# design 1

Design 1, clock nets:
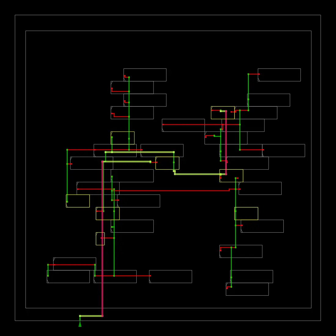

`src/rtl/dest_forward_unit_pkg.sv`:
```
// Shared encodings, widths and the stage payload for the destination forwarding unit.
package dest_forward_unit_pkg;

  localparam int unsigned REG_IDX_W   = 5;
  localparam int unsigned STALL_CNT_W = 16;

  typedef enum logic [1:0] {
    FWD_NONE = 2'b00,
    FWD_WB   = 2'b01,
    FWD_MEM  = 2'b10
  } fwd_sel_e;

  typedef struct packed {
    logic [REG_IDX_W-1:0] dest;
    logic                 reg_write;
    logic                 mem_read;
  } stage_t;

  // A stage produces a usable result for src; register 0 never matches.
  function automatic logic dest_hit(input logic                 reg_write,
                                    input logic [REG_IDX_W-1:0] dest,
                                    input logic [REG_IDX_W-1:0] src);
    return reg_write && (dest != '0) && (dest == src);
  endfunction

endpackage

```
`src/rtl/dest_stage_reg.sv`:
```
// One pipeline destination stage; flush loads a bubble instead of the incoming payload.
module dest_stage_reg
  import dest_forward_unit_pkg::*;
(
  input  logic   clk,
  input  logic   rst_n,
  input  logic   flush_i,
  input  stage_t d_i,
  output stage_t q_o
);

  stage_t stage_q;
  stage_t stage_d;

  always_comb begin
    stage_d = d_i;
    if (flush_i) stage_d = '0;
  end

  always_ff @(posedge clk or negedge rst_n) begin
    if (!rst_n) stage_q <= '0;
    else        stage_q <= stage_d;
  end

  assign q_o = stage_q;

endmodule

```
`src/rtl/dest_forward_unit.sv`:
```
// EX->MEM->WB destination tracking, ALU operand forwarding, load-use stall and stall counter.
// Define WB_FORWARD_EN to generate the MEM/WB (2'b01) forwarding path.
module dest_forward_unit
  import dest_forward_unit_pkg::*;
(
  input  logic                   clk,
  input  logic                   rst_n,
  input  logic [REG_IDX_W-1:0]   ex_dest,
  input  logic                   ex_reg_write,
  input  logic                   ex_mem_read,
  input  logic [REG_IDX_W-1:0]   ex_rs,
  input  logic [REG_IDX_W-1:0]   ex_rt,
  input  logic [REG_IDX_W-1:0]   id_rs,
  input  logic [REG_IDX_W-1:0]   id_rt,
  input  logic                   flush,
  input  logic                   cnt_clr,
  output logic [REG_IDX_W-1:0]   mem_dest,
  output logic                   mem_reg_write,
  output logic                   mem_mem_read,
  output logic [REG_IDX_W-1:0]   wb_dest,
  output logic                   wb_reg_write,
  output logic [1:0]             forward_a,
  output logic [1:0]             forward_b,
  output logic                   stall,
  output logic [STALL_CNT_W-1:0] stall_cnt
);

  stage_t   ex_stage;
  stage_t   mem_q;
  stage_t   wb_q;
  fwd_sel_e fwd_a_c;
  fwd_sel_e fwd_b_c;
  logic     stall_c;
  logic     unused_wb_mem_read;
  logic [STALL_CNT_W-1:0] cnt_q;
  logic [STALL_CNT_W-1:0] cnt_d;

  assign ex_stage = '{dest: ex_dest, reg_write: ex_reg_write, mem_read: ex_mem_read};

  dest_stage_reg u_mem_stage (
    .clk     (clk),
    .rst_n   (rst_n),
    .flush_i (flush),
    .d_i     (ex_stage),
    .q_o     (mem_q)
  );

  dest_stage_reg u_wb_stage (
    .clk     (clk),
    .rst_n   (rst_n),
    .flush_i (1'b0),
    .d_i     (mem_q),
    .q_o     (wb_q)
  );

  // MEM result has priority; the WB path only exists when enabled.
  always_comb begin
    fwd_a_c = FWD_NONE;
    fwd_b_c = FWD_NONE;
    if (dest_hit(mem_q.reg_write, mem_q.dest, ex_rs)) fwd_a_c = FWD_MEM;
`ifdef WB_FORWARD_EN
    else if (dest_hit(wb_q.reg_write, wb_q.dest, ex_rs)) fwd_a_c = FWD_WB;
`endif
    if (dest_hit(mem_q.reg_write, mem_q.dest, ex_rt)) fwd_b_c = FWD_MEM;
`ifdef WB_FORWARD_EN
    else if (dest_hit(wb_q.reg_write, wb_q.dest, ex_rt)) fwd_b_c = FWD_WB;
`endif
  end

  always_comb begin
    stall_c = ex_mem_read && (dest_hit(ex_reg_write, ex_dest, id_rs) ||
                              dest_hit(ex_reg_write, ex_dest, id_rt));
  end

  // Saturating count of stall cycles; clear wins over increment.
  always_comb begin
    cnt_d = cnt_q;
    if (cnt_clr)                                     cnt_d = '0;
    else if (stall_c && (cnt_q != {STALL_CNT_W{1'b1}})) cnt_d = cnt_q + STALL_CNT_W'(1);
  end

  always_ff @(posedge clk or negedge rst_n) begin
    if (!rst_n) cnt_q <= '0;
    else        cnt_q <= cnt_d;
  end

  assign mem_dest           = mem_q.dest;
  assign mem_reg_write      = mem_q.reg_write;
  assign mem_mem_read       = mem_q.mem_read;
  assign wb_dest            = wb_q.dest;
  assign wb_reg_write       = wb_q.reg_write;
  assign unused_wb_mem_read = wb_q.mem_read;
  assign forward_a          = fwd_a_c;
  assign forward_b          = fwd_b_c;
  assign stall              = stall_c;
  assign stall_cnt          = cnt_q;

endmodule

```
`config.mk`:
```
export PLATFORM = sky130hd
export DESIGN_NAME = dest_forward_unit
export DESIGN_NICKNAME = d
export VERILOG_FILES = /design/src/rtl/dest_forward_unit_pkg.sv /design/src/rtl/dest_stage_reg.sv /design/src/rtl/dest_forward_unit.sv
export SDC_FILE = /design/constraint.sdc
export NUM_CORES = 1
export LEC_CHECK = 0
export CAP_MARGIN = 30
export CORE_MARGIN = 2
export CORE_UTILIZATION = 43
export DETAILED_ROUTE_END_ITERATION = 8
export PLACE_DENSITY = 0.78
export SLEW_MARGIN = 20
export SYNTH_ARGS = -nofsm -noshare
export SYNTH_HDL_FRONTEND = slang
export SYNTH_SLANG_ARGS = --single-unit
```
`constraint.sdc`:
```
create_clock -name clk -period 2.5 [get_ports clk]
set_input_delay 0.75 -clock clk [delete_from_list [all_inputs] [get_ports clk]]
set_output_delay 0.75 -clock clk [all_outputs]
set_load 0.02 [all_outputs]
```
# design 2

<file path="config.mk">
export PLATFORM = sky130hd
export DESIGN_NAME = lcd_timing_gen
export DESIGN_NICKNAME = d
export VERILOG_FILES = /design/src/rtl/lcd_timing_gen.sv
export SDC_FILE = /design/constraint.sdc
export NUM_CORES = 1
export LEC_CHECK = 0
export ABC_AREA = 0
export CORE_MARGIN = 3
export CORE_UTILIZATION = 35
export CTS_BUF_LIST = sky130_fd_sc_hd__clkbuf_8 sky130_fd_sc_hd__clkbuf_16
export DETAILED_ROUTE_END_ITERATION = 10
export DONT_BUFFER_PORTS = 1
export GPL_TIMING_DRIVEN = 0
export SLEW_MARGIN = 5
export SYNTH_ARGS = -nofsm -noshare
export SYNTH_HDL_FRONTEND = slang
export SYNTH_SLANG_ARGS = --single-unit
export TNS_END_PERCENT = 100
</file>
<file path="constraint.sdc">
create_clock -name HCLK -period 5.3 [get_ports HCLK]
set_input_delay 1.06 -clock HCLK [delete_from_list [all_inputs] [get_ports HCLK]]
set_output_delay 1.06 -clock HCLK [all_outputs]
set_load 0.01 [all_outputs]
</file>
<file path="src/rtl/lcd_timing_gen.sv">
// Raster timing sequencer: line/frame/enable pulses, pixel-fetch requests and
// frame strobes, stepped by pixel-clock enable ticks.
module lcd_timing_gen #(
    parameter int PPL_W = 6,
    parameter int LPP_W = 10
) (
    input  logic             HCLK,
    input  logic             HRESETn,
    input  logic             pclk_en,
    input  logic             lcd_en,
    input  logic [PPL_W-1:0] ppl,
    input  logic [7:0]       hsw,
    input  logic [7:0]       hbp,
    input  logic [7:0]       hfp,
    input  logic [LPP_W-1:0] lpp,
    input  logic [5:0]       vsw,
    input  logic [7:0]       vbp,
    input  logic [7:0]       vfp,
    input  logic             ihs,
    input  logic             ivs,
    input  logic             ioe,
    input  logic [1:0]       vcomp_sel,
    output logic             lcd_lp,
    output logic             lcd_fp,
    output logic             lcd_ena,
    output logic             pix_req,
    output logic             lnbu_pulse,
    output logic             vcomp_pulse,
    output logic             busy,
    output logic [LPP_W-1:0] line_cnt
);

    typedef enum logic [2:0] {H_IDLE, H_SYNC, H_BACK, H_ACTIVE, H_FRONT} h_state_e;
    typedef enum logic [2:0] {V_IDLE, V_SYNC, V_BACK, V_ACTIVE, V_FRONT} v_state_e;

    typedef struct packed {
        logic [PPL_W-1:0] ppl;
        logic [7:0]       hsw;
        logic [7:0]       hbp;
        logic [7:0]       hfp;
        logic [LPP_W-1:0] lpp;
        logic [5:0]       vsw;
        logic [7:0]       vbp;
        logic [7:0]       vfp;
        logic             ihs;
        logic             ivs;
        logic             ioe;
        logic [1:0]       vcomp_sel;
    } timing_t;

    timing_t          live_cfg, sh_q, sh_d;
    h_state_e         h_q, h_d;
    v_state_e         v_q, v_d, tgt;
    logic [11:0]      h_cnt_q, h_cnt_d, v_cnt_q, v_cnt_d;
    logic [LPP_W-1:0] line_cnt_q, line_cnt_d;
    logic             busy_q, busy_d, lnbu_q, lnbu_d, vcomp_q, vcomp_d;
    logic             lp_q, lp_d, fp_q, fp_d, ena_q, ena_d;
    logic             v_entry, line_end;

    assign live_cfg = '{ppl: ppl, hsw: hsw, hbp: hbp, hfp: hfp, lpp: lpp, vsw: vsw,
                        vbp: vbp, vfp: vfp, ihs: ihs, ivs: ivs, ioe: ioe,
                        vcomp_sel: vcomp_sel};

    always_comb begin
        h_d        = h_q;
        v_d        = v_q;
        h_cnt_d    = h_cnt_q;
        v_cnt_d    = v_cnt_q;
        line_cnt_d = line_cnt_q;
        busy_d     = busy_q;
        sh_d       = sh_q;
        v_entry    = 1'b0;
        line_end   = 1'b0;
        tgt        = V_SYNC;
        if (pclk_en) begin
            if (h_q == H_IDLE) begin
                if (lcd_en) begin
                    h_d     = H_SYNC;
                    v_d     = V_SYNC;
                    h_cnt_d = '0;
                    v_cnt_d = '0;
                    busy_d  = 1'b1;
                    v_entry = 1'b1;
                end
            end else begin
                h_cnt_d = h_cnt_q + 12'd1;
                case (h_q)
                    H_SYNC:   if (h_cnt_q == 12'(sh_q.hsw)) begin h_d = H_BACK; h_cnt_d = '0; end
                    H_BACK:   if (h_cnt_q == 12'(sh_q.hbp)) begin h_d = H_ACTIVE; h_cnt_d = '0; end
                    H_ACTIVE: if (h_cnt_q == 12'({sh_q.ppl, 4'hF})) begin h_d = H_FRONT; h_cnt_d = '0; end
                    H_FRONT:  if (h_cnt_q == 12'(sh_q.hfp)) begin
                        h_d      = H_SYNC;
                        h_cnt_d  = '0;
                        line_end = 1'b1;
                    end
                    default: ;
                endcase
                if (line_end) begin
                    v_cnt_d = v_cnt_q + 12'd1;
                    case (v_q)
                        V_SYNC: if (v_cnt_q == 12'(sh_q.vsw)) begin
                            v_d        = (sh_q.vbp != 8'd0) ? V_BACK : V_ACTIVE;
                            v_cnt_d    = '0;
                            line_cnt_d = '0;
                            v_entry    = 1'b1;
                        end
                        V_BACK: if (v_cnt_q == 12'(sh_q.vbp) - 12'd1) begin
                            v_d        = V_ACTIVE;
                            v_cnt_d    = '0;
                            line_cnt_d = '0;
                            v_entry    = 1'b1;
                        end
                        V_ACTIVE: begin
                            if (line_cnt_q == sh_q.lpp) begin
                                v_cnt_d = '0;
                                if (sh_q.vfp != 8'd0) begin
                                    v_d     = V_FRONT;
                                    v_entry = 1'b1;
                                end else if (lcd_en) begin
                                    v_d     = V_SYNC;
                                    v_entry = 1'b1;
                                end else begin
                                    v_d = V_IDLE;
                                end
                            end else begin
                                line_cnt_d = line_cnt_q + LPP_W'(1);
                            end
                        end
                        V_FRONT: if (v_cnt_q == 12'(sh_q.vfp) - 12'd1) begin
                            v_cnt_d = '0;
                            if (lcd_en) begin
                                v_d     = V_SYNC;
                                v_entry = 1'b1;
                            end else begin
                                v_d = V_IDLE;
                            end
                        end
                        default: ;
                    endcase
                end
            end
        end
        if (v_d == V_IDLE) begin
            h_d        = H_IDLE;
            h_cnt_d    = '0;
            v_cnt_d    = '0;
            line_cnt_d = '0;
            busy_d     = 1'b0;
        end
        // New frame: register writes made during the last frame land here
        if (v_entry && v_d == V_SYNC) begin
            sh_d       = live_cfg;
            line_cnt_d = '0;
        end
        case (sh_d.vcomp_sel)
            2'd0:    tgt = V_SYNC;
            2'd1:    tgt = (sh_d.vbp != 8'd0) ? V_BACK : V_ACTIVE;
            2'd2:    tgt = V_ACTIVE;
            default: tgt = (sh_d.vfp != 8'd0) ? V_FRONT : V_SYNC;
        endcase
        lnbu_d  = v_entry && (v_d == V_SYNC);
        vcomp_d = v_entry && (v_d == tgt);
        lp_d    = (h_d == H_SYNC);
        fp_d    = (v_d == V_SYNC);
        ena_d   = (h_d == H_ACTIVE) && (v_d == V_ACTIVE);
    end

    always_ff @(posedge HCLK or negedge HRESETn) begin
        if (!HRESETn) begin
            h_q        <= H_IDLE;
            v_q        <= V_IDLE;
            h_cnt_q    <= '0;
            v_cnt_q    <= '0;
            line_cnt_q <= '0;
            sh_q       <= '0;
            busy_q     <= 1'b0;
            lnbu_q     <= 1'b0;
            vcomp_q    <= 1'b0;
            lp_q       <= 1'b0;
            fp_q       <= 1'b0;
            ena_q      <= 1'b0;
        end else begin
            h_q        <= h_d;
            v_q        <= v_d;
            h_cnt_q    <= h_cnt_d;
            v_cnt_q    <= v_cnt_d;
            line_cnt_q <= line_cnt_d;
            sh_q       <= sh_d;
            busy_q     <= busy_d;
            lnbu_q     <= lnbu_d;
            vcomp_q    <= vcomp_d;
            lp_q       <= lp_d;
            fp_q       <= fp_d;
            ena_q      <= ena_d;
        end
    end

    // Idle panels follow the live polarity bits; a running frame uses its shadow copy
    assign lcd_lp      = lp_q  ^ (busy_q ? sh_q.ihs : ihs);
    assign lcd_fp      = fp_q  ^ (busy_q ? sh_q.ivs : ivs);
    assign lcd_ena     = ena_q ^ (busy_q ? sh_q.ioe : ioe);
    assign pix_req     = pclk_en && (h_q == H_ACTIVE) && (v_q == V_ACTIVE);
    assign lnbu_pulse  = lnbu_q;
    assign vcomp_pulse = vcomp_q;
    assign busy        = busy_q;
    assign line_cnt    = line_cnt_q;

endmodule

</file>
# design 3

==> src/rtl/uartlite_axil_regs.sv <==
// uartlite_axil_regs: AXI4-Lite slave register block for a UART-lite style serial PHY.
//
// Address map (word aligned, awaddr/araddr bits [1:0] ignored):
//   0x0 RX   read pops one byte from the RX FIFO (0 when empty); writes ignored
//   0x4 TX   write pushes wdata[7:0] when wstrb[0]; reads return 0
//   0x8 STAT read {overrun, int_en, tx_full, tx_empty, rx_full, rx_valid}; read clears overrun
//   0xC CTRL write (wstrb[0]): [0] flush TX, [1] flush RX, [4] int_en; reads return 0
//
// Ports:
//   clk_i, rst_i           clock, asynchronous active-high reset
//   aw*/w*/b*              AXI4-Lite write address, data and response channels
//   ar*/r*                 AXI4-Lite read address and data channels
//   tx_data_o/tx_valid_o   head of the TX FIFO towards the PHY, popped on tx_ready_i
//   rx_data_i/rx_valid_i   one-cycle byte strobe from the PHY, no backpressure
//   irq_o                  registered int_en & (rx_valid | tx_empty)
module uartlite_axil_regs #(
    parameter int unsigned FIFO_DEPTH = 16,
    parameter int unsigned PTR_W      = 4
) (
    input  logic        clk_i,
    input  logic        rst_i,
    input  logic [3:0]  awaddr_i,
    input  logic        awvalid_i,
    output logic        awready_o,
    input  logic [31:0] wdata_i,
    input  logic [3:0]  wstrb_i,
    input  logic        wvalid_i,
    output logic        wready_o,
    output logic [1:0]  bresp_o,
    output logic        bvalid_o,
    input  logic        bready_i,
    input  logic [3:0]  araddr_i,
    input  logic        arvalid_i,
    output logic        arready_o,
    output logic [31:0] rdata_o,
    output logic [1:0]  rresp_o,
    output logic        rvalid_o,
    input  logic        rready_i,
    output logic [7:0]  tx_data_o,
    output logic        tx_valid_o,
    input  logic        tx_ready_i,
    input  logic [7:0]  rx_data_i,
    input  logic        rx_valid_i,
    output logic        irq_o
);

    localparam logic [PTR_W:0] FullCnt = (PTR_W + 1)'(FIFO_DEPTH);

    localparam logic [1:0] AddrRx   = 2'd0;
    localparam logic [1:0] AddrTx   = 2'd1;
    localparam logic [1:0] AddrStat = 2'd2;
    localparam logic [1:0] AddrCtrl = 2'd3;

    // ------------------------------------------------------------------
    // Write channel state
    // ------------------------------------------------------------------
    logic       awready_q, awready_d;
    logic       wready_q, wready_d;
    logic       aw_held_q, aw_held_d;
    logic       w_held_q, w_held_d;
    logic [1:0] aw_addr_q, aw_addr_d;
    logic [7:0] w_data_q, w_data_d;
    logic       w_strb0_q, w_strb0_d;
    logic       bvalid_q, bvalid_d;

    // ------------------------------------------------------------------
    // Read channel state
    // ------------------------------------------------------------------
    logic       arready_q, arready_d;
    logic       rvalid_q, rvalid_d;
    logic [7:0] rdata_q, rdata_d;
    logic [7:0] rd_mux;

    // ------------------------------------------------------------------
    // FIFOs and control state
    // ------------------------------------------------------------------
    logic [7:0]       tx_mem_q [FIFO_DEPTH];
    logic [PTR_W-1:0] tx_wr_ptr_q, tx_wr_ptr_d;
    logic [PTR_W-1:0] tx_rd_ptr_q, tx_rd_ptr_d;
    logic [PTR_W:0]   tx_count_q, tx_count_d;

    logic [7:0]       rx_mem_q [FIFO_DEPTH];
    logic [PTR_W-1:0] rx_wr_ptr_q, rx_wr_ptr_d;
    logic [PTR_W-1:0] rx_rd_ptr_q, rx_rd_ptr_d;
    logic [PTR_W:0]   rx_count_q, rx_count_d;

    logic overrun_q, overrun_d;
    logic int_en_q, int_en_d;
    logic irq_q, irq_d;

    // ------------------------------------------------------------------
    // Decoded events
    // ------------------------------------------------------------------
    logic wr_fire, wr_tx, wr_ctrl;
    logic ar_hs, rd_rx_pop, rd_stat;
    logic tx_empty, tx_full, tx_pop, tx_push, tx_flush;
    logic rx_nempty, rx_full, rx_push, rx_ovf, rx_flush;

    // Address LSBs and upper data/strobe bits carry no meaning in this block.
    logic unused_ok;
    assign unused_ok = ^{awaddr_i[1:0], araddr_i[1:0], wdata_i[31:8], wstrb_i[3:1]};

    assign tx_empty  = (tx_count_q == '0);
    assign tx_full   = (tx_count_q == FullCnt);
    assign rx_nempty = (rx_count_q != '0);
    assign rx_full   = (rx_count_q == FullCnt);

    // The write takes effect one edge after both address and data are held.
    assign wr_fire = aw_held_q & w_held_q & ~bvalid_q;
    assign wr_tx   = wr_fire & (aw_addr_q == AddrTx) & w_strb0_q;
    assign wr_ctrl = wr_fire & (aw_addr_q == AddrCtrl) & w_strb0_q;

    assign ar_hs     = arvalid_i & arready_q;
    assign rd_rx_pop = ar_hs & (araddr_i[3:2] == AddrRx) & rx_nempty;
    assign rd_stat   = ar_hs & (araddr_i[3:2] == AddrStat);

    assign tx_pop   = ~tx_empty & tx_ready_i;
    // A pop on the same edge frees a slot, so a full FIFO can still accept.
    assign tx_push  = wr_tx & (~tx_full | tx_pop);
    assign tx_flush = wr_ctrl & w_data_q[0];

    assign rx_push  = rx_valid_i & (~rx_full | rd_rx_pop);
    assign rx_ovf   = rx_valid_i & rx_full & ~rd_rx_pop;
    assign rx_flush = wr_ctrl & w_data_q[1];

    // ------------------------------------------------------------------
    // Write channel next state
    // ------------------------------------------------------------------
    always_comb begin
        aw_held_d = aw_held_q;
        w_held_d  = w_held_q;
        aw_addr_d = aw_addr_q;
        w_data_d  = w_data_q;
        w_strb0_d = w_strb0_q;
        bvalid_d  = bvalid_q;

        if (awvalid_i && awready_q) begin
            aw_held_d = 1'b1;
            aw_addr_d = awaddr_i[3:2];
        end
        if (wvalid_i && wready_q) begin
            w_held_d  = 1'b1;
            w_data_d  = wdata_i[7:0];
            w_strb0_d = wstrb_i[0];
        end

        if (wr_fire) begin
            aw_held_d = 1'b0;
            w_held_d  = 1'b0;
            bvalid_d  = 1'b1;
        end else if (bvalid_q && bready_i) begin
            bvalid_d = 1'b0;
        end

        // Ready whenever nothing is captured and no response is pending; this also
        // raises the readys on the first edge after reset.
        awready_d = ~aw_held_d & ~bvalid_d;
        wready_d  = ~w_held_d & ~bvalid_d;
    end

    // ------------------------------------------------------------------
    // Read channel next state
    // ------------------------------------------------------------------
    always_comb begin
        rd_mux = 8'h00;
        case (araddr_i[3:2])
            AddrRx: begin
                if (rx_nempty) begin
                    rd_mux = rx_mem_q[rx_rd_ptr_q];
                end
            end
            AddrStat: rd_mux = {2'b00, overrun_q, int_en_q, tx_full, tx_empty, rx_full, rx_nempty};
            default:  rd_mux = 8'h00;
        endcase
    end

    always_comb begin
        rvalid_d = rvalid_q;
        rdata_d  = rdata_q;
        if (ar_hs) begin
            rvalid_d = 1'b1;
            rdata_d  = rd_mux;
        end else if (rvalid_q && rready_i) begin
            rvalid_d = 1'b0;
        end
        arready_d = ~rvalid_d;
    end

    // ------------------------------------------------------------------
    // FIFO pointer/count next state; flush overrides push and pop
    // ------------------------------------------------------------------
    always_comb begin
        if (tx_flush) begin
            tx_wr_ptr_d = '0;
            tx_rd_ptr_d = '0;
            tx_count_d  = '0;
        end else begin
            tx_wr_ptr_d = tx_wr_ptr_q + PTR_W'(tx_push);
            tx_rd_ptr_d = tx_rd_ptr_q + PTR_W'(tx_pop);
            tx_count_d  = tx_count_q + (PTR_W + 1)'(tx_push) - (PTR_W + 1)'(tx_pop);
        end
    end

    always_comb begin
        if (rx_flush) begin
            rx_wr_ptr_d = '0;
            rx_rd_ptr_d = '0;
            rx_count_d  = '0;
        end else begin
            rx_wr_ptr_d = rx_wr_ptr_q + PTR_W'(rx_push);
            rx_rd_ptr_d = rx_rd_ptr_q + PTR_W'(rd_rx_pop);
            rx_count_d  = rx_count_q + (PTR_W + 1)'(rx_push) - (PTR_W + 1)'(rd_rx_pop);
        end
    end

    // ------------------------------------------------------------------
    // Control, status and interrupt next state
    // ------------------------------------------------------------------
    always_comb begin
        overrun_d = overrun_q;
        int_en_d  = int_en_q;
        // A new overrun in the same cycle as the clearing read must not be lost.
        if (rd_stat) begin
            overrun_d = 1'b0;
        end
        if (rx_ovf) begin
            overrun_d = 1'b1;
        end
        if (wr_ctrl) begin
            int_en_d = w_data_q[4];
        end
        irq_d = int_en_q & (rx_nempty | tx_empty);
    end

    // ------------------------------------------------------------------
    // State registers
    // ------------------------------------------------------------------
    always_ff @(posedge clk_i or posedge rst_i) begin
        if (rst_i) begin
            awready_q   <= 1'b0;
            wready_q    <= 1'b0;
            aw_held_q   <= 1'b0;
            w_held_q    <= 1'b0;
            aw_addr_q   <= 2'b00;
            w_data_q    <= 8'h00;
            w_strb0_q   <= 1'b0;
            bvalid_q    <= 1'b0;
            arready_q   <= 1'b0;
            rvalid_q    <= 1'b0;
            rdata_q     <= 8'h00;
            tx_wr_ptr_q <= '0;
            tx_rd_ptr_q <= '0;
            tx_count_q  <= '0;
            rx_wr_ptr_q <= '0;
            rx_rd_ptr_q <= '0;
            rx_count_q  <= '0;
            overrun_q   <= 1'b0;
            int_en_q    <= 1'b0;
            irq_q       <= 1'b0;
        end else begin
            awready_q   <= awready_d;
            wready_q    <= wready_d;
            aw_held_q   <= aw_held_d;
            w_held_q    <= w_held_d;
            aw_addr_q   <= aw_addr_d;
            w_data_q    <= w_data_d;
            w_strb0_q   <= w_strb0_d;
            bvalid_q    <= bvalid_d;
            arready_q   <= arready_d;
            rvalid_q    <= rvalid_d;
            rdata_q     <= rdata_d;
            tx_wr_ptr_q <= tx_wr_ptr_d;
            tx_rd_ptr_q <= tx_rd_ptr_d;
            tx_count_q  <= tx_count_d;
            rx_wr_ptr_q <= rx_wr_ptr_d;
            rx_rd_ptr_q <= rx_rd_ptr_d;
            rx_count_q  <= rx_count_d;
            overrun_q   <= overrun_d;
            int_en_q    <= int_en_d;
            irq_q       <= irq_d;
        end
    end

    // Storage needs no reset: the counts gate every read of it.
    always_ff @(posedge clk_i) begin
        if (tx_push) begin
            tx_mem_q[tx_wr_ptr_q] <= w_data_q;
        end
        if (rx_push) begin
            rx_mem_q[rx_wr_ptr_q] <= rx_data_i;
        end
    end

    // ------------------------------------------------------------------
    // Outputs
    // ------------------------------------------------------------------
    assign awready_o  = awready_q;
    assign wready_o   = wready_q;
    assign bresp_o    = 2'b00;
    assign bvalid_o   = bvalid_q;
    assign arready_o  = arready_q;
    assign rdata_o    = {24'h000000, rdata_q};
    assign rresp_o    = 2'b00;
    assign rvalid_o   = rvalid_q;
    assign tx_valid_o = ~tx_empty;
    assign tx_data_o  = tx_empty ? 8'h00 : tx_mem_q[tx_rd_ptr_q];
    assign irq_o      = irq_q;

endmodule

==> config.mk <==
export PLATFORM = sky130hd
export DESIGN_NAME = uartlite_axil_regs
export DESIGN_NICKNAME = d
export VERILOG_FILES = /design/src/rtl/uartlite_axil_regs.sv
export SDC_FILE = /design/constraint.sdc
export NUM_CORES = 1
export LEC_CHECK = 0
export CORE_MARGIN = 2
export CORE_UTILIZATION = 30
export DETAILED_ROUTE_END_ITERATION = 16
export GPL_TIMING_DRIVEN = 0
export PLACE_DENSITY = 0.48
export SLEW_MARGIN = 10
export SYNTH_ARGS = -nofsm -noshare
export SYNTH_HDL_FRONTEND = slang
export SYNTH_SLANG_ARGS = --single-unit
==> constraint.sdc <==
create_clock -name clk_i -period 3.6 [get_ports clk_i]
set_clock_uncertainty 0.05 [all_clocks]
set_input_delay 0.9 -clock clk_i [delete_from_list [all_inputs] [get_ports clk_i]]
set_output_delay 0.9 -clock clk_i [all_outputs]
set_load 0.005 [all_outputs]
# design 4

**config.mk**
```make
export PLATFORM = sky130hd
export DESIGN_NAME = bitstream_packer
export DESIGN_NICKNAME = d
export VERILOG_FILES = /design/src/rtl/edc_pkg.sv /design/src/rtl/bitstream_packer.sv
export SDC_FILE = /design/constraint.sdc
export NUM_CORES = 1
export LEC_CHECK = 0
export ABC_AREA = 0
export CAP_MARGIN = 40
export CORE_UTILIZATION = 55
export DETAILED_ROUTE_END_ITERATION = 7
export PLACE_DENSITY = 0.77
export SETUP_SLACK_MARGIN = 0.5
export SLEW_MARGIN = 25
export SYNTH_ARGS = -nofsm -noshare
export SYNTH_HDL_FRONTEND = slang
export SYNTH_SLANG_ARGS = --single-unit
```
**constraint.sdc**
```tcl
create_clock -name clk -period 17.4 [get_ports clk]
set_input_delay 3.48 -clock clk [delete_from_list [all_inputs] [get_ports clk]]
set_output_delay 3.48 -clock clk [all_outputs]
set_load 0.03 [all_outputs]
```
**src/rtl/edc_pkg.sv**
```systemverilog
// Shared definitions for the bitstream packer: default geometry and FSM state encoding.
package edc_pkg;

  // Default output word width and input beat width.
  localparam int unsigned NDATA_DEFAULT = 128;
  localparam int unsigned WIN_DEFAULT   = 8;

  // FILL accepts beats; PEND holds a completed word until the output register frees up.
  typedef enum logic {
    StFill = 1'b0,
    StPend = 1'b1
  } pack_state_e;

  // Bit offset of beat idx inside the assembled word.
  function automatic int unsigned beat_offset(input int unsigned idx, input int unsigned win);
    return idx * win;
  endfunction

endpackage

```
**src/rtl/bitstream_packer.sv**
```systemverilog
// Packs WIN-bit input beats LSB-first into NDATA-bit words. A word closes on the last beat
// slot or on in_last; its payload length is reported in out_count and unused bits read zero.
module bitstream_packer
  import edc_pkg::*;
#(
  parameter int unsigned NDATA = NDATA_DEFAULT,
  parameter int unsigned WIN   = WIN_DEFAULT
) (
  input  logic                    clk,
  input  logic                    rst,
  input  logic                    in_valid,
  output logic                    in_ready,
  input  logic [WIN-1:0]          in_data,
  input  logic                    in_last,
  output logic                    out_valid,
  input  logic                    out_ready,
  output logic [NDATA-1:0]        out_data,
  output logic [$clog2(NDATA):0]  out_count
);

  localparam int unsigned NBEAT     = NDATA / WIN;
  localparam int unsigned NDATA_LOG = $clog2(NDATA);
  localparam int unsigned BEAT_W    = $clog2(NBEAT) + 1;
  localparam int unsigned CNT_W     = NDATA_LOG + 1;

  pack_state_e             state_q, state_d;
  logic [BEAT_W-1:0]       beat_q, beat_d;
  // Holds the partial word in FILL and the completed-but-blocked word in PEND.
  logic [NDATA-1:0]        asm_q, asm_d;
  logic [CNT_W-1:0]        pend_cnt_q, pend_cnt_d;
  logic                    out_valid_q, out_valid_d;
  logic [NDATA-1:0]        out_data_q, out_data_d;
  logic [CNT_W-1:0]        out_count_q, out_count_d;

  logic                    accept;
  logic                    drain;
  logic                    word_done;
  logic [NDATA-1:0]        beat_word;
  logic [NDATA-1:0]        merged;
  logic [CNT_W-1:0]        merged_cnt;

  // Ready depends only on state and reset so upstream never sees a valid->ready loop.
  assign in_ready = (state_q == StFill) && !rst;

  assign accept    = in_valid && in_ready;
  assign drain     = out_valid_q && out_ready;
  assign word_done = accept && (in_last || (beat_q == BEAT_W'(NBEAT - 1)));

  // Current beat shifted into its slot and merged with the bits gathered so far.
  always_comb begin
    beat_word  = NDATA'(in_data) << beat_offset(32'(beat_q), WIN);
    merged     = asm_q | beat_word;
    merged_cnt = CNT_W'((32'(beat_q) + 32'd1) * WIN);
  end

  // Next-state logic for the FILL/PEND controller and the output register.
  always_comb begin
    state_d     = state_q;
    beat_d      = beat_q;
    asm_d       = asm_q;
    pend_cnt_d  = pend_cnt_q;
    out_valid_d = out_valid_q;
    out_data_d  = out_data_q;
    out_count_d = out_count_q;

    // A drained word leaves the register empty unless something reloads it below.
    if (drain) begin
      out_valid_d = 1'b0;
    end

    unique case (state_q)
      StFill: begin
        if (accept) begin
          if (word_done) begin
            beat_d = '0;
            if (!out_valid_q || drain) begin
              out_valid_d = 1'b1;
              out_data_d  = merged;
              out_count_d = merged_cnt;
              asm_d       = '0;
            end else begin
              state_d    = StPend;
              asm_d      = merged;
              pend_cnt_d = merged_cnt;
            end
          end else begin
            asm_d  = merged;
            beat_d = beat_q + BEAT_W'(1);
          end
        end
      end
      StPend: begin
        // Hand the held word over in the drain cycle so out_valid never bubbles.
        if (drain) begin
          out_valid_d = 1'b1;
          out_data_d  = asm_q;
          out_count_d = pend_cnt_q;
          asm_d       = '0;
          pend_cnt_d  = '0;
          state_d     = StFill;
        end
      end
      default: begin
        state_d = StFill;
      end
    endcase
  end

  // State and registered outputs; reset drops any partial or held word.
  always_ff @(posedge clk or posedge rst) begin
    if (rst) begin
      state_q     <= StFill;
      beat_q      <= '0;
      asm_q       <= '0;
      pend_cnt_q  <= '0;
      out_valid_q <= 1'b0;
      out_data_q  <= '0;
      out_count_q <= '0;
    end else begin
      state_q     <= state_d;
      beat_q      <= beat_d;
      asm_q       <= asm_d;
      pend_cnt_q  <= pend_cnt_d;
      out_valid_q <= out_valid_d;
      out_data_q  <= out_data_d;
      out_count_q <= out_count_d;
    end
  end

  assign out_valid = out_valid_q;
  assign out_data  = out_data_q;
  assign out_count = out_count_q;

endmodule
```
Design 2, the metal 2 layer:
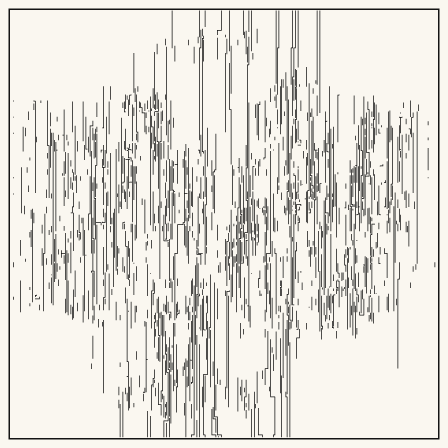
share of all routed wire: 47%
nets with wire on the layer: 637
main direction: vertical
wire length on this layer: 7,940 um
final WL: 16,900 um
met2 GRT Util: 26.6%

==> results.txt, design 2 <==
Notes on the physical implementation.

- For this run, global-route usage on met3 was measured as 6.76%.
- In the final layout, excluding clock buffers the buffer count is 45.
- The worst-case setup margin in the final layout is 0.203 ns, for reference.
- The number of antenna diodes is 3, for reference.
- The synthesized netlist devotes 1.69% of its cell area to adder and majority cells.
- The total routing usage reported by global routing is 16.8%, for reference.
- The area fraction of the dominant cell type after synthesis is 42.5%, for reference.
- The half-perimeter wire length after placement is 12,000 um, for reference.
- For this run, the share of the core covered by cells in the final layout is 41.8%.
- Among the non-sequential cells, simple AND/OR/NAND/NOR gates take the most area.
- The violation tally recorded at the end of detailed-routing iteration 0 is 377.
- The register bit count reported by yosys is 113, for reference.
- On met1, the global router reports a usage of 21.4%.
- The number of H-tree branching levels is 4, for reference.
- The number of well taps is 229, for reference.
- In the final layout, flip-flops and latches occupy 0.00283 mm2.
- The flow ran to the end, and the final reports show no timing, DRC or antenna violations.
- The CTS root buffer is clkbuf_16, for reference.
- The report counts max-capacitance violations totalling 0.
- The die outline area is 0.0207 mm2, for reference.
- The mapped netlist covers 0.00665 mm2.
- The last timing report of the flow puts the setup violation total at 0.
- STA puts the critical path data required time at 5.59 ns.
- The synthesized design contains 0 enable-type register cells.
- The gate-level netlist out of Yosys references 69 unique cell types.
## design 2: critical path: stages, from the launching register on
cell and delay, ns:
dfrtp_1 0.44, inv_1 0.11, ha_2 0.24, or4b_1 0.46, o41ai_1 0.29, a211oi_1 0.10
nor3_2 0.32, and4_1 0.30, nor3_2 0.09, nor4_4 0.31, buf_6 0.19, buf_6 0.17
mux2_2 0.39, ha_1 0.24, or3_1 0.40, a41oi_2 0.18, o21bai_1 0.08, a211o_1 0.26
a2111oi_4 0.37
Design 1, gate families picked out:
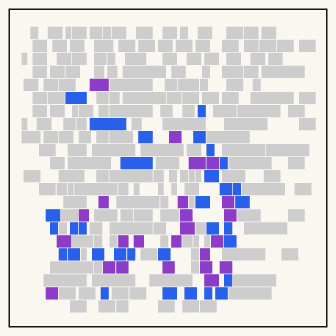
legend:
  blue:
    family: inverting AOI/OAI gates
    cells: 32
  purple:
    family: AND and OR gates
    cells: 24
fraction of area in multi-input gates: 35.9%
most frequent logic cell in the layout: clkdlybuf4s50_1
post-route insts no fill: 283

About 'clock nets' of design 1:
total clock network power: 0.000415 W
Layout clock buffers: 7

==> results.txt, design 1 <==
Notes on the physical implementation.

- The flow ran to the end, but the final reports show violations.
- The final reports fail on setup timing.
- The layout sequential cell count is 29, for reference.
- The amount of wire on met2 after detailed routing is 2190 um, for reference.
- The number of cells on the worst hold path is listed as 0.
- The area recorded from the Yosys report for this design is 0.00165 mm2.
- CTS reports a maximum clock tree buffer depth of 2.
- The most used flip-flop cell is dfrtp_1, for reference.
- The beginning of the critical path is ex_dest[3], for reference.
- The first global-routing pass estimated 6810 um of wire.
- The worst-case setup margin in the final layout is -0.0265 ns, for reference.
- For the final database, setup skew stands at 0.00352 ns.
- The total power after layout is 0.00109 W, for reference.
- The top cell type by instance count after synthesis is dfrtp_1, for reference.
- The number of failing setup endpoints in the final timing report is 1, for reference.
- The via count of the first global-routing pass came to 1,488.
design 1: cell families (layout without fill, tap and decap cells):
logic type                 after synthesis  count (layout)  share of synthesized area, %
AOI/OAI and AO/OA                       34              34                          15.7
xor gates and xnor gates                20              20                          10.6
adders and majority gates                1               1                         0.757
buffers and inverters                   13              87                          5.15
DFF                                     29              29                          43.9
muxes                                    1               1                         0.909
other                                    1               2                         0.227
and+or+nand+nor                         61              61                          22.7
design 1: sequential cells by signal, indices dropped and copies added, names as in the netlist:
register         flops
stall_cnt           16
u_wb_stage.q_o       6
u_mem_stage.q_o      7
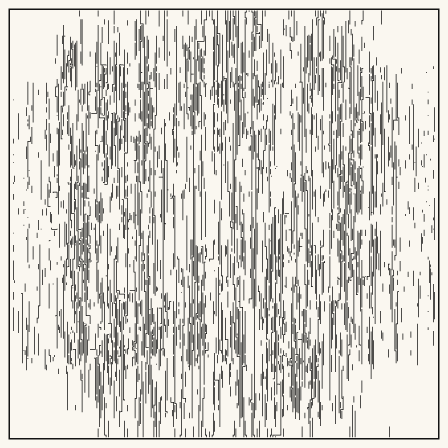
Design 4: the metal 2 layer
wire length on this layer: 13,500 um
longest straight run: 62.7 um
share of all routed wire: 48%
nets with wire on the layer: 1,049
final WL: 27,900 um
vias after detailed routing: 8,512
met2 GRT Util: 41.9%

==> results.txt, design 4 <==
Notes on the physical implementation.

- In the synthesized netlist, the number of instances is 1,040.
- The number of well taps is 275, for reference.
- The combinational share of cell area is 30.3%, for reference.
- Clock tree synthesis inserted a total of 28 buffers.
- The power drawn by the combinational cells is 0.000621 W, for reference.
- The end point of the critical path is in_ready, for reference.
- Summed over all sequential cells, the power is 0.000819 W.
- The cell count after placement is 1,399, for reference.
- The layout sequential cell count is 273, for reference.
- In the layout the commonest cells are 273 x dfrtp_1, 147 x clkdlybuf4s50_1, 132 x nor2_1.
- The register share of total power is 39.3%, for reference.
- Yosys printed 0 warnings.
- Sequential elements use 57.8% of the synthesized area.
- Entering global routing, the biggest net connects 93 pins.
- The number of hold buffers added after CTS is 0, for reference.
- The synthesis stats list as the most numerous cell dfrtp_1.
- Clock skew on the completed layout was measured at 0.0113 ns.
- After synthesis, the largest area contributor takes up 57.8% of total cell area.
- Among all cell classes, the greatest summed area belongs to sequential cells.
- The buffer depth of the longest clock path is 3, for reference.
- The met1 track demand over resource in global routing is 37.9%, for reference.
- Global routing finished with a remaining overflow of 0.
- The layout multi-input combinational cell count is 641, for reference.
- The clock network power is 0.000641 W, for reference.
- From the final report, the count of setup violators was given as 0.
- The delay of the slowest critical-path stage is 0.69 ns, for reference.
- After filler insertion, the fill cell instance count of the layout stands at 1,532.
- The end of the worst register-to-register path is out_data[69], for reference.
- The count of buffers from port buffering is 147, for reference.
- The worst pin sits at a relative slew slack of 48.3%.
- Looking at the hold checks, the worst path lands on asm_q[72].
- In the final report, the number of hold violations comes to 0.
- The initial antenna violation count is 0, for reference.
- The report gives the cell count of the worst hold path as 2.
- The die height is 149 um, for reference.
- The flow ran to the end, and the final reports show no timing, DRC or antenna violations.
design 4: logic make-up (layout without fill, tap and decap cells):
| family | count (synthesis) | count (layout) | share of synthesized area, % |
|---|---|---|---|
| AOI/OAI and AO/OA | 289 | 289 | 16.5 |
| adders and majority gates | 2 | 2 | 0.212 |
| muxes | 134 | 134 | 12.4 |
| and+or+nand+nor | 211 | 211 | 7.67 |
| other | 1 | 3 | 0.0317 |
| buffers and inverters | 128 | 264 | 5.20 |
| xor gates and xnor gates | 2 | 2 | 0.148 |
| DFF | 273 | 273 | 57.8 |
Design 3, M3 wires:
Bar = 50 um.
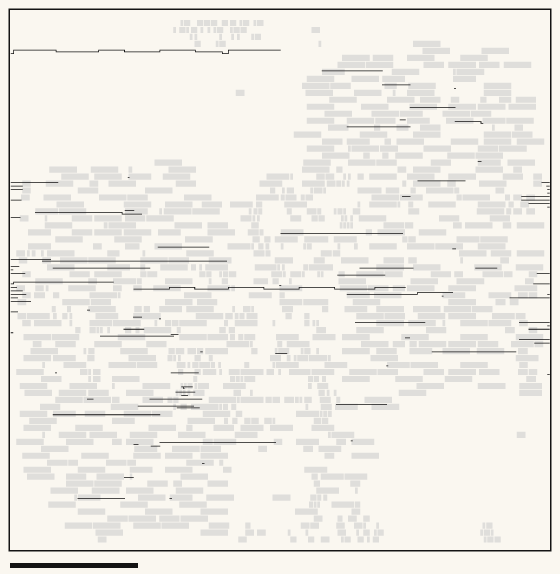
longest straight run: 71.8 um
wire length on this layer: 1,200 um
main direction: horizontal
share of all routed wire: 4.1%
nets with wire on the layer: 61
final WL: 29,100 um
GRT met3 Usage: 2.65%

==> results.txt, design 3 <==
Notes on the physical implementation.

- As reported, the later end of the worst-skew pair has a clock insertion delay of 0.55 ns.
- The met1 track demand over resource in global routing is 17.9%, for reference.
- Summed over all nets, the half-perimeter wirelength after detailed placement is 19,400 um.
- OpenSTA lists the critical path endpoint as tx_data_o[1].
- For the worst flop-to-flop path, the logic depth is 15.
- The count of routing violations after the opening detailed-route iteration is 430, for reference.
- The global-route met2 utilization is 22.4%, for reference.
- The total met3 wirelength after detailed routing is 1200 um, for reference.
- The run finished with clean final reports.
- A synthesized cell averages 18.0 um2.
- The post-route netlist has 25.3% of its cells at a drive strength greater than 1.
- Synthesis inferred 311 register bits.
- Counting pins that exceed their max-slew limit in the final report gives 0.
- The placer's final routability congestion estimate is 0.755, for reference.
- After detailed placement, the design holds a cell count of 1,337.
- The clock network power is 0.00363 W, for reference.
- Looking at the gate-level netlist, the highest instance count belongs to edfxtp_1.
- The count of distinct cell types in the synthesized netlist is 51, for reference.
- The critical path maximum fanout is 10.
- The layout inverter count without the clock tree is 24, for reference.
- The post-synthesis cell count from yosys is 709, for reference.
- The post-place instance area is 0.0142 mm2, for reference.
- On the final layout, the worst hold slack is 0.431 ns.
- The area recorded from the Yosys report for this design is 0.0128 mm2.
- The count of buffers from port buffering is 52, for reference.
design 3: kinds of logic after synthesis:
family | Yosys count | share of synthesized area [%]
flops | 311 | 70.9
simple gates | 137 | 5.80
mux | 98 | 14.1
buf+inv | 84 | 3.57
compound gates | 44 | 2.53
fa+ha+maj | 22 | 2.27
xor+xnor | 12 | 0.822
other cells | 1 | 0.0293
design 3: worst max-delay path, stage by stage (launching register included):
cell and delay, ns:
dfrtp_2 0.48, buf_12 0.18, mux4_2 0.52, mux2i_2 0.22, o22ai_1 0.15, clkdlybuf4s50_1 0.47

==> notes/layouts.md <==
Pictures saved along the way, in no particular order.

Metal 4.
Supply wires on this layer in gray.
(a)
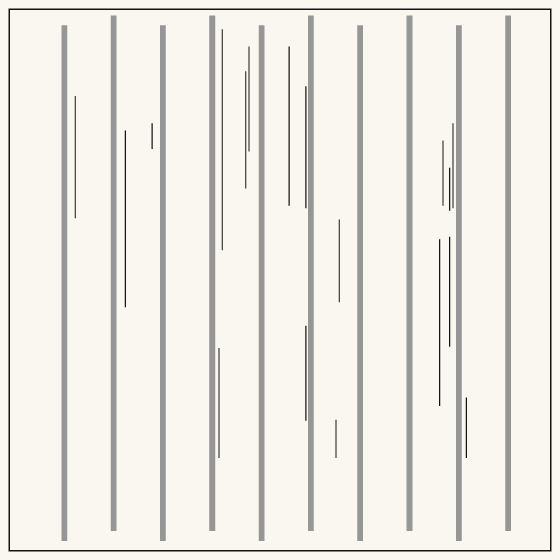
(b)
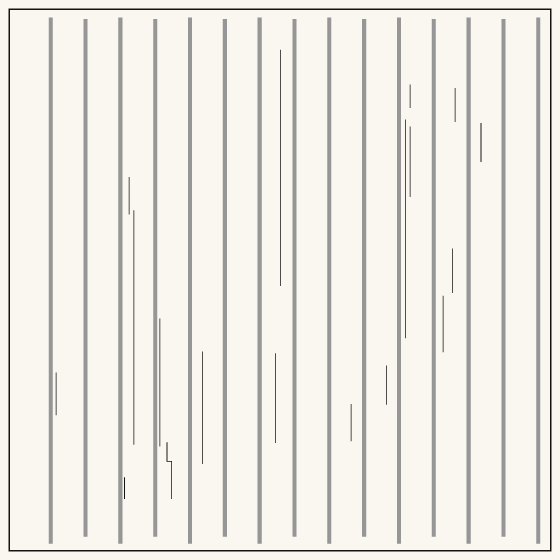
(c)
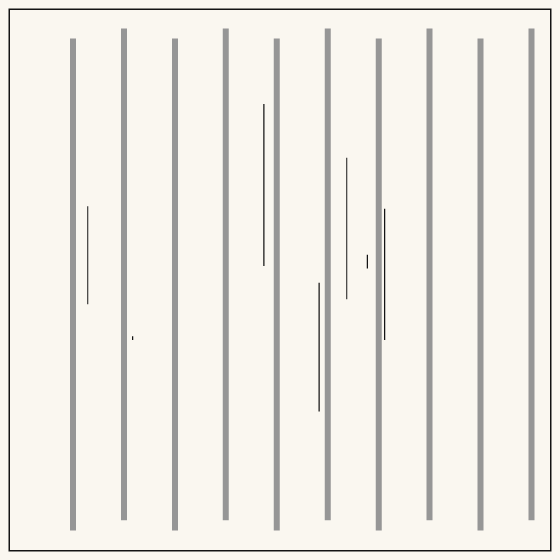
- (c) = design 2
- (b) = design 3
- (a) = design 4

Key to (a):
share of all routed wire: 1.9%
nets with wire on the layer: 11



==> layout pictures side by side <==
The metal 1 layer.
picture 1
Bar = 20 um. Supply wires on this layer in gray.
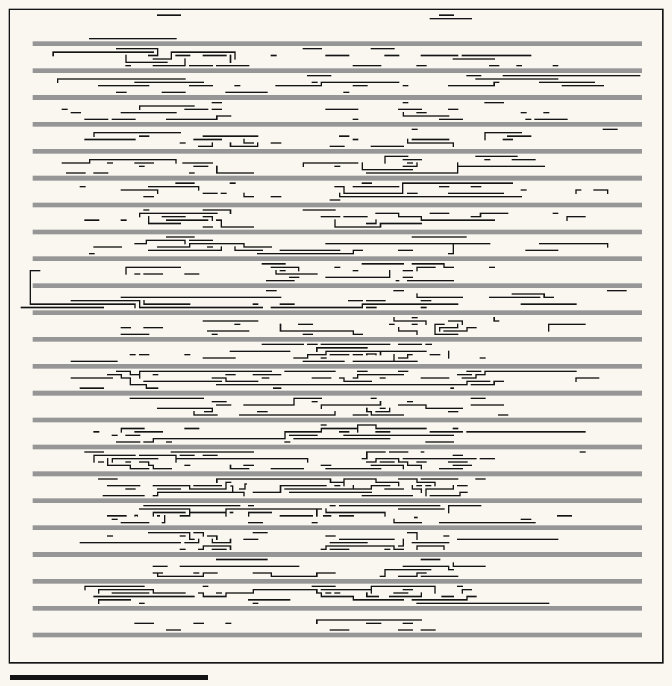
picture 2
Bar = 50 um. Supply wires on this layer in gray.
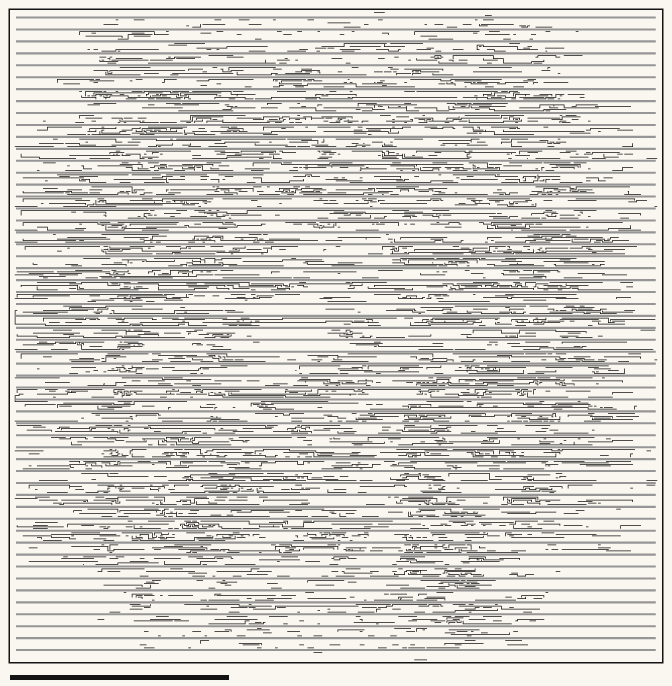
picture 3
Bar = 50 um. Supply wires on this layer in gray.
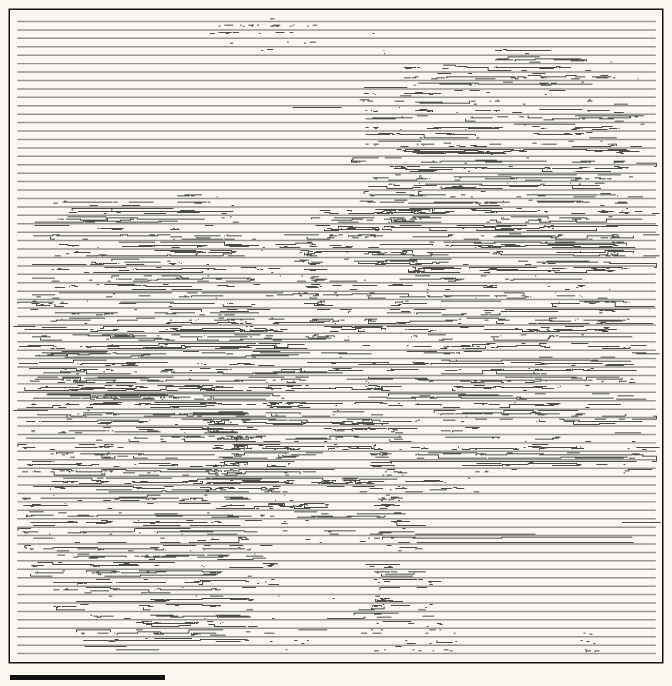
picture 4
Bar = 50 um. Supply wires on this layer in gray.
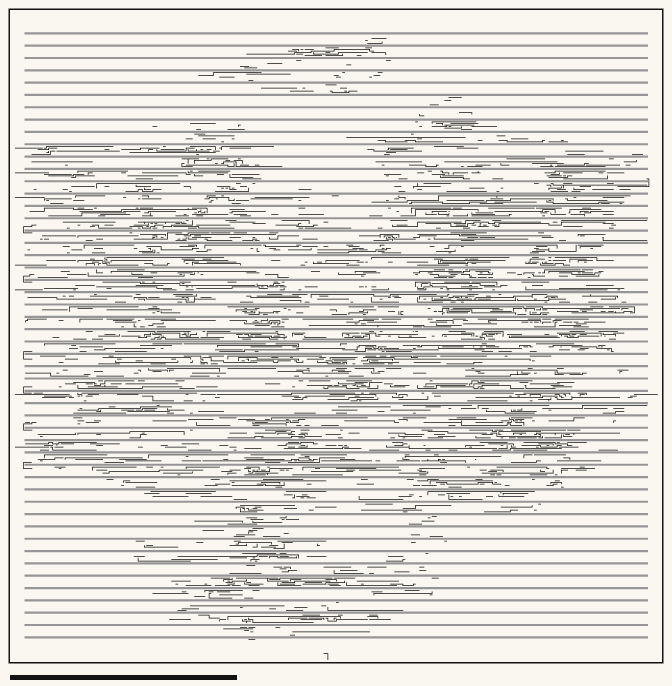
- design 4 = picture 2
- design 2 = picture 4
- design 1 = picture 1
- design 3 = picture 3
- smallest die: picture 1
- largest die: picture 3

Key to picture 4:
main direction: horizontal
wire length on this layer: 7,430 um
nets with wire on the layer: 701


==> screenshots <==
Clock nets.
panel A
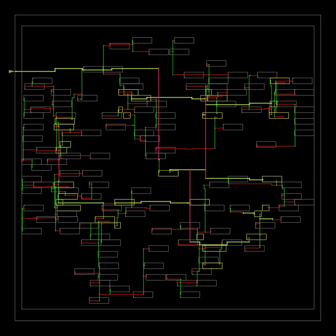
panel B
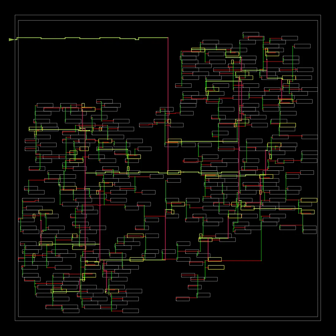
panel C
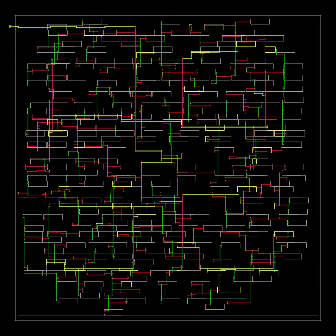
The one with the fewest clock buffers is panel A.
The one with the fewest sequential cells is panel A.
- panel B = design 3
- panel A = design 2
- panel C = design 4

Power is estimated from default activity; no workload was simulated.
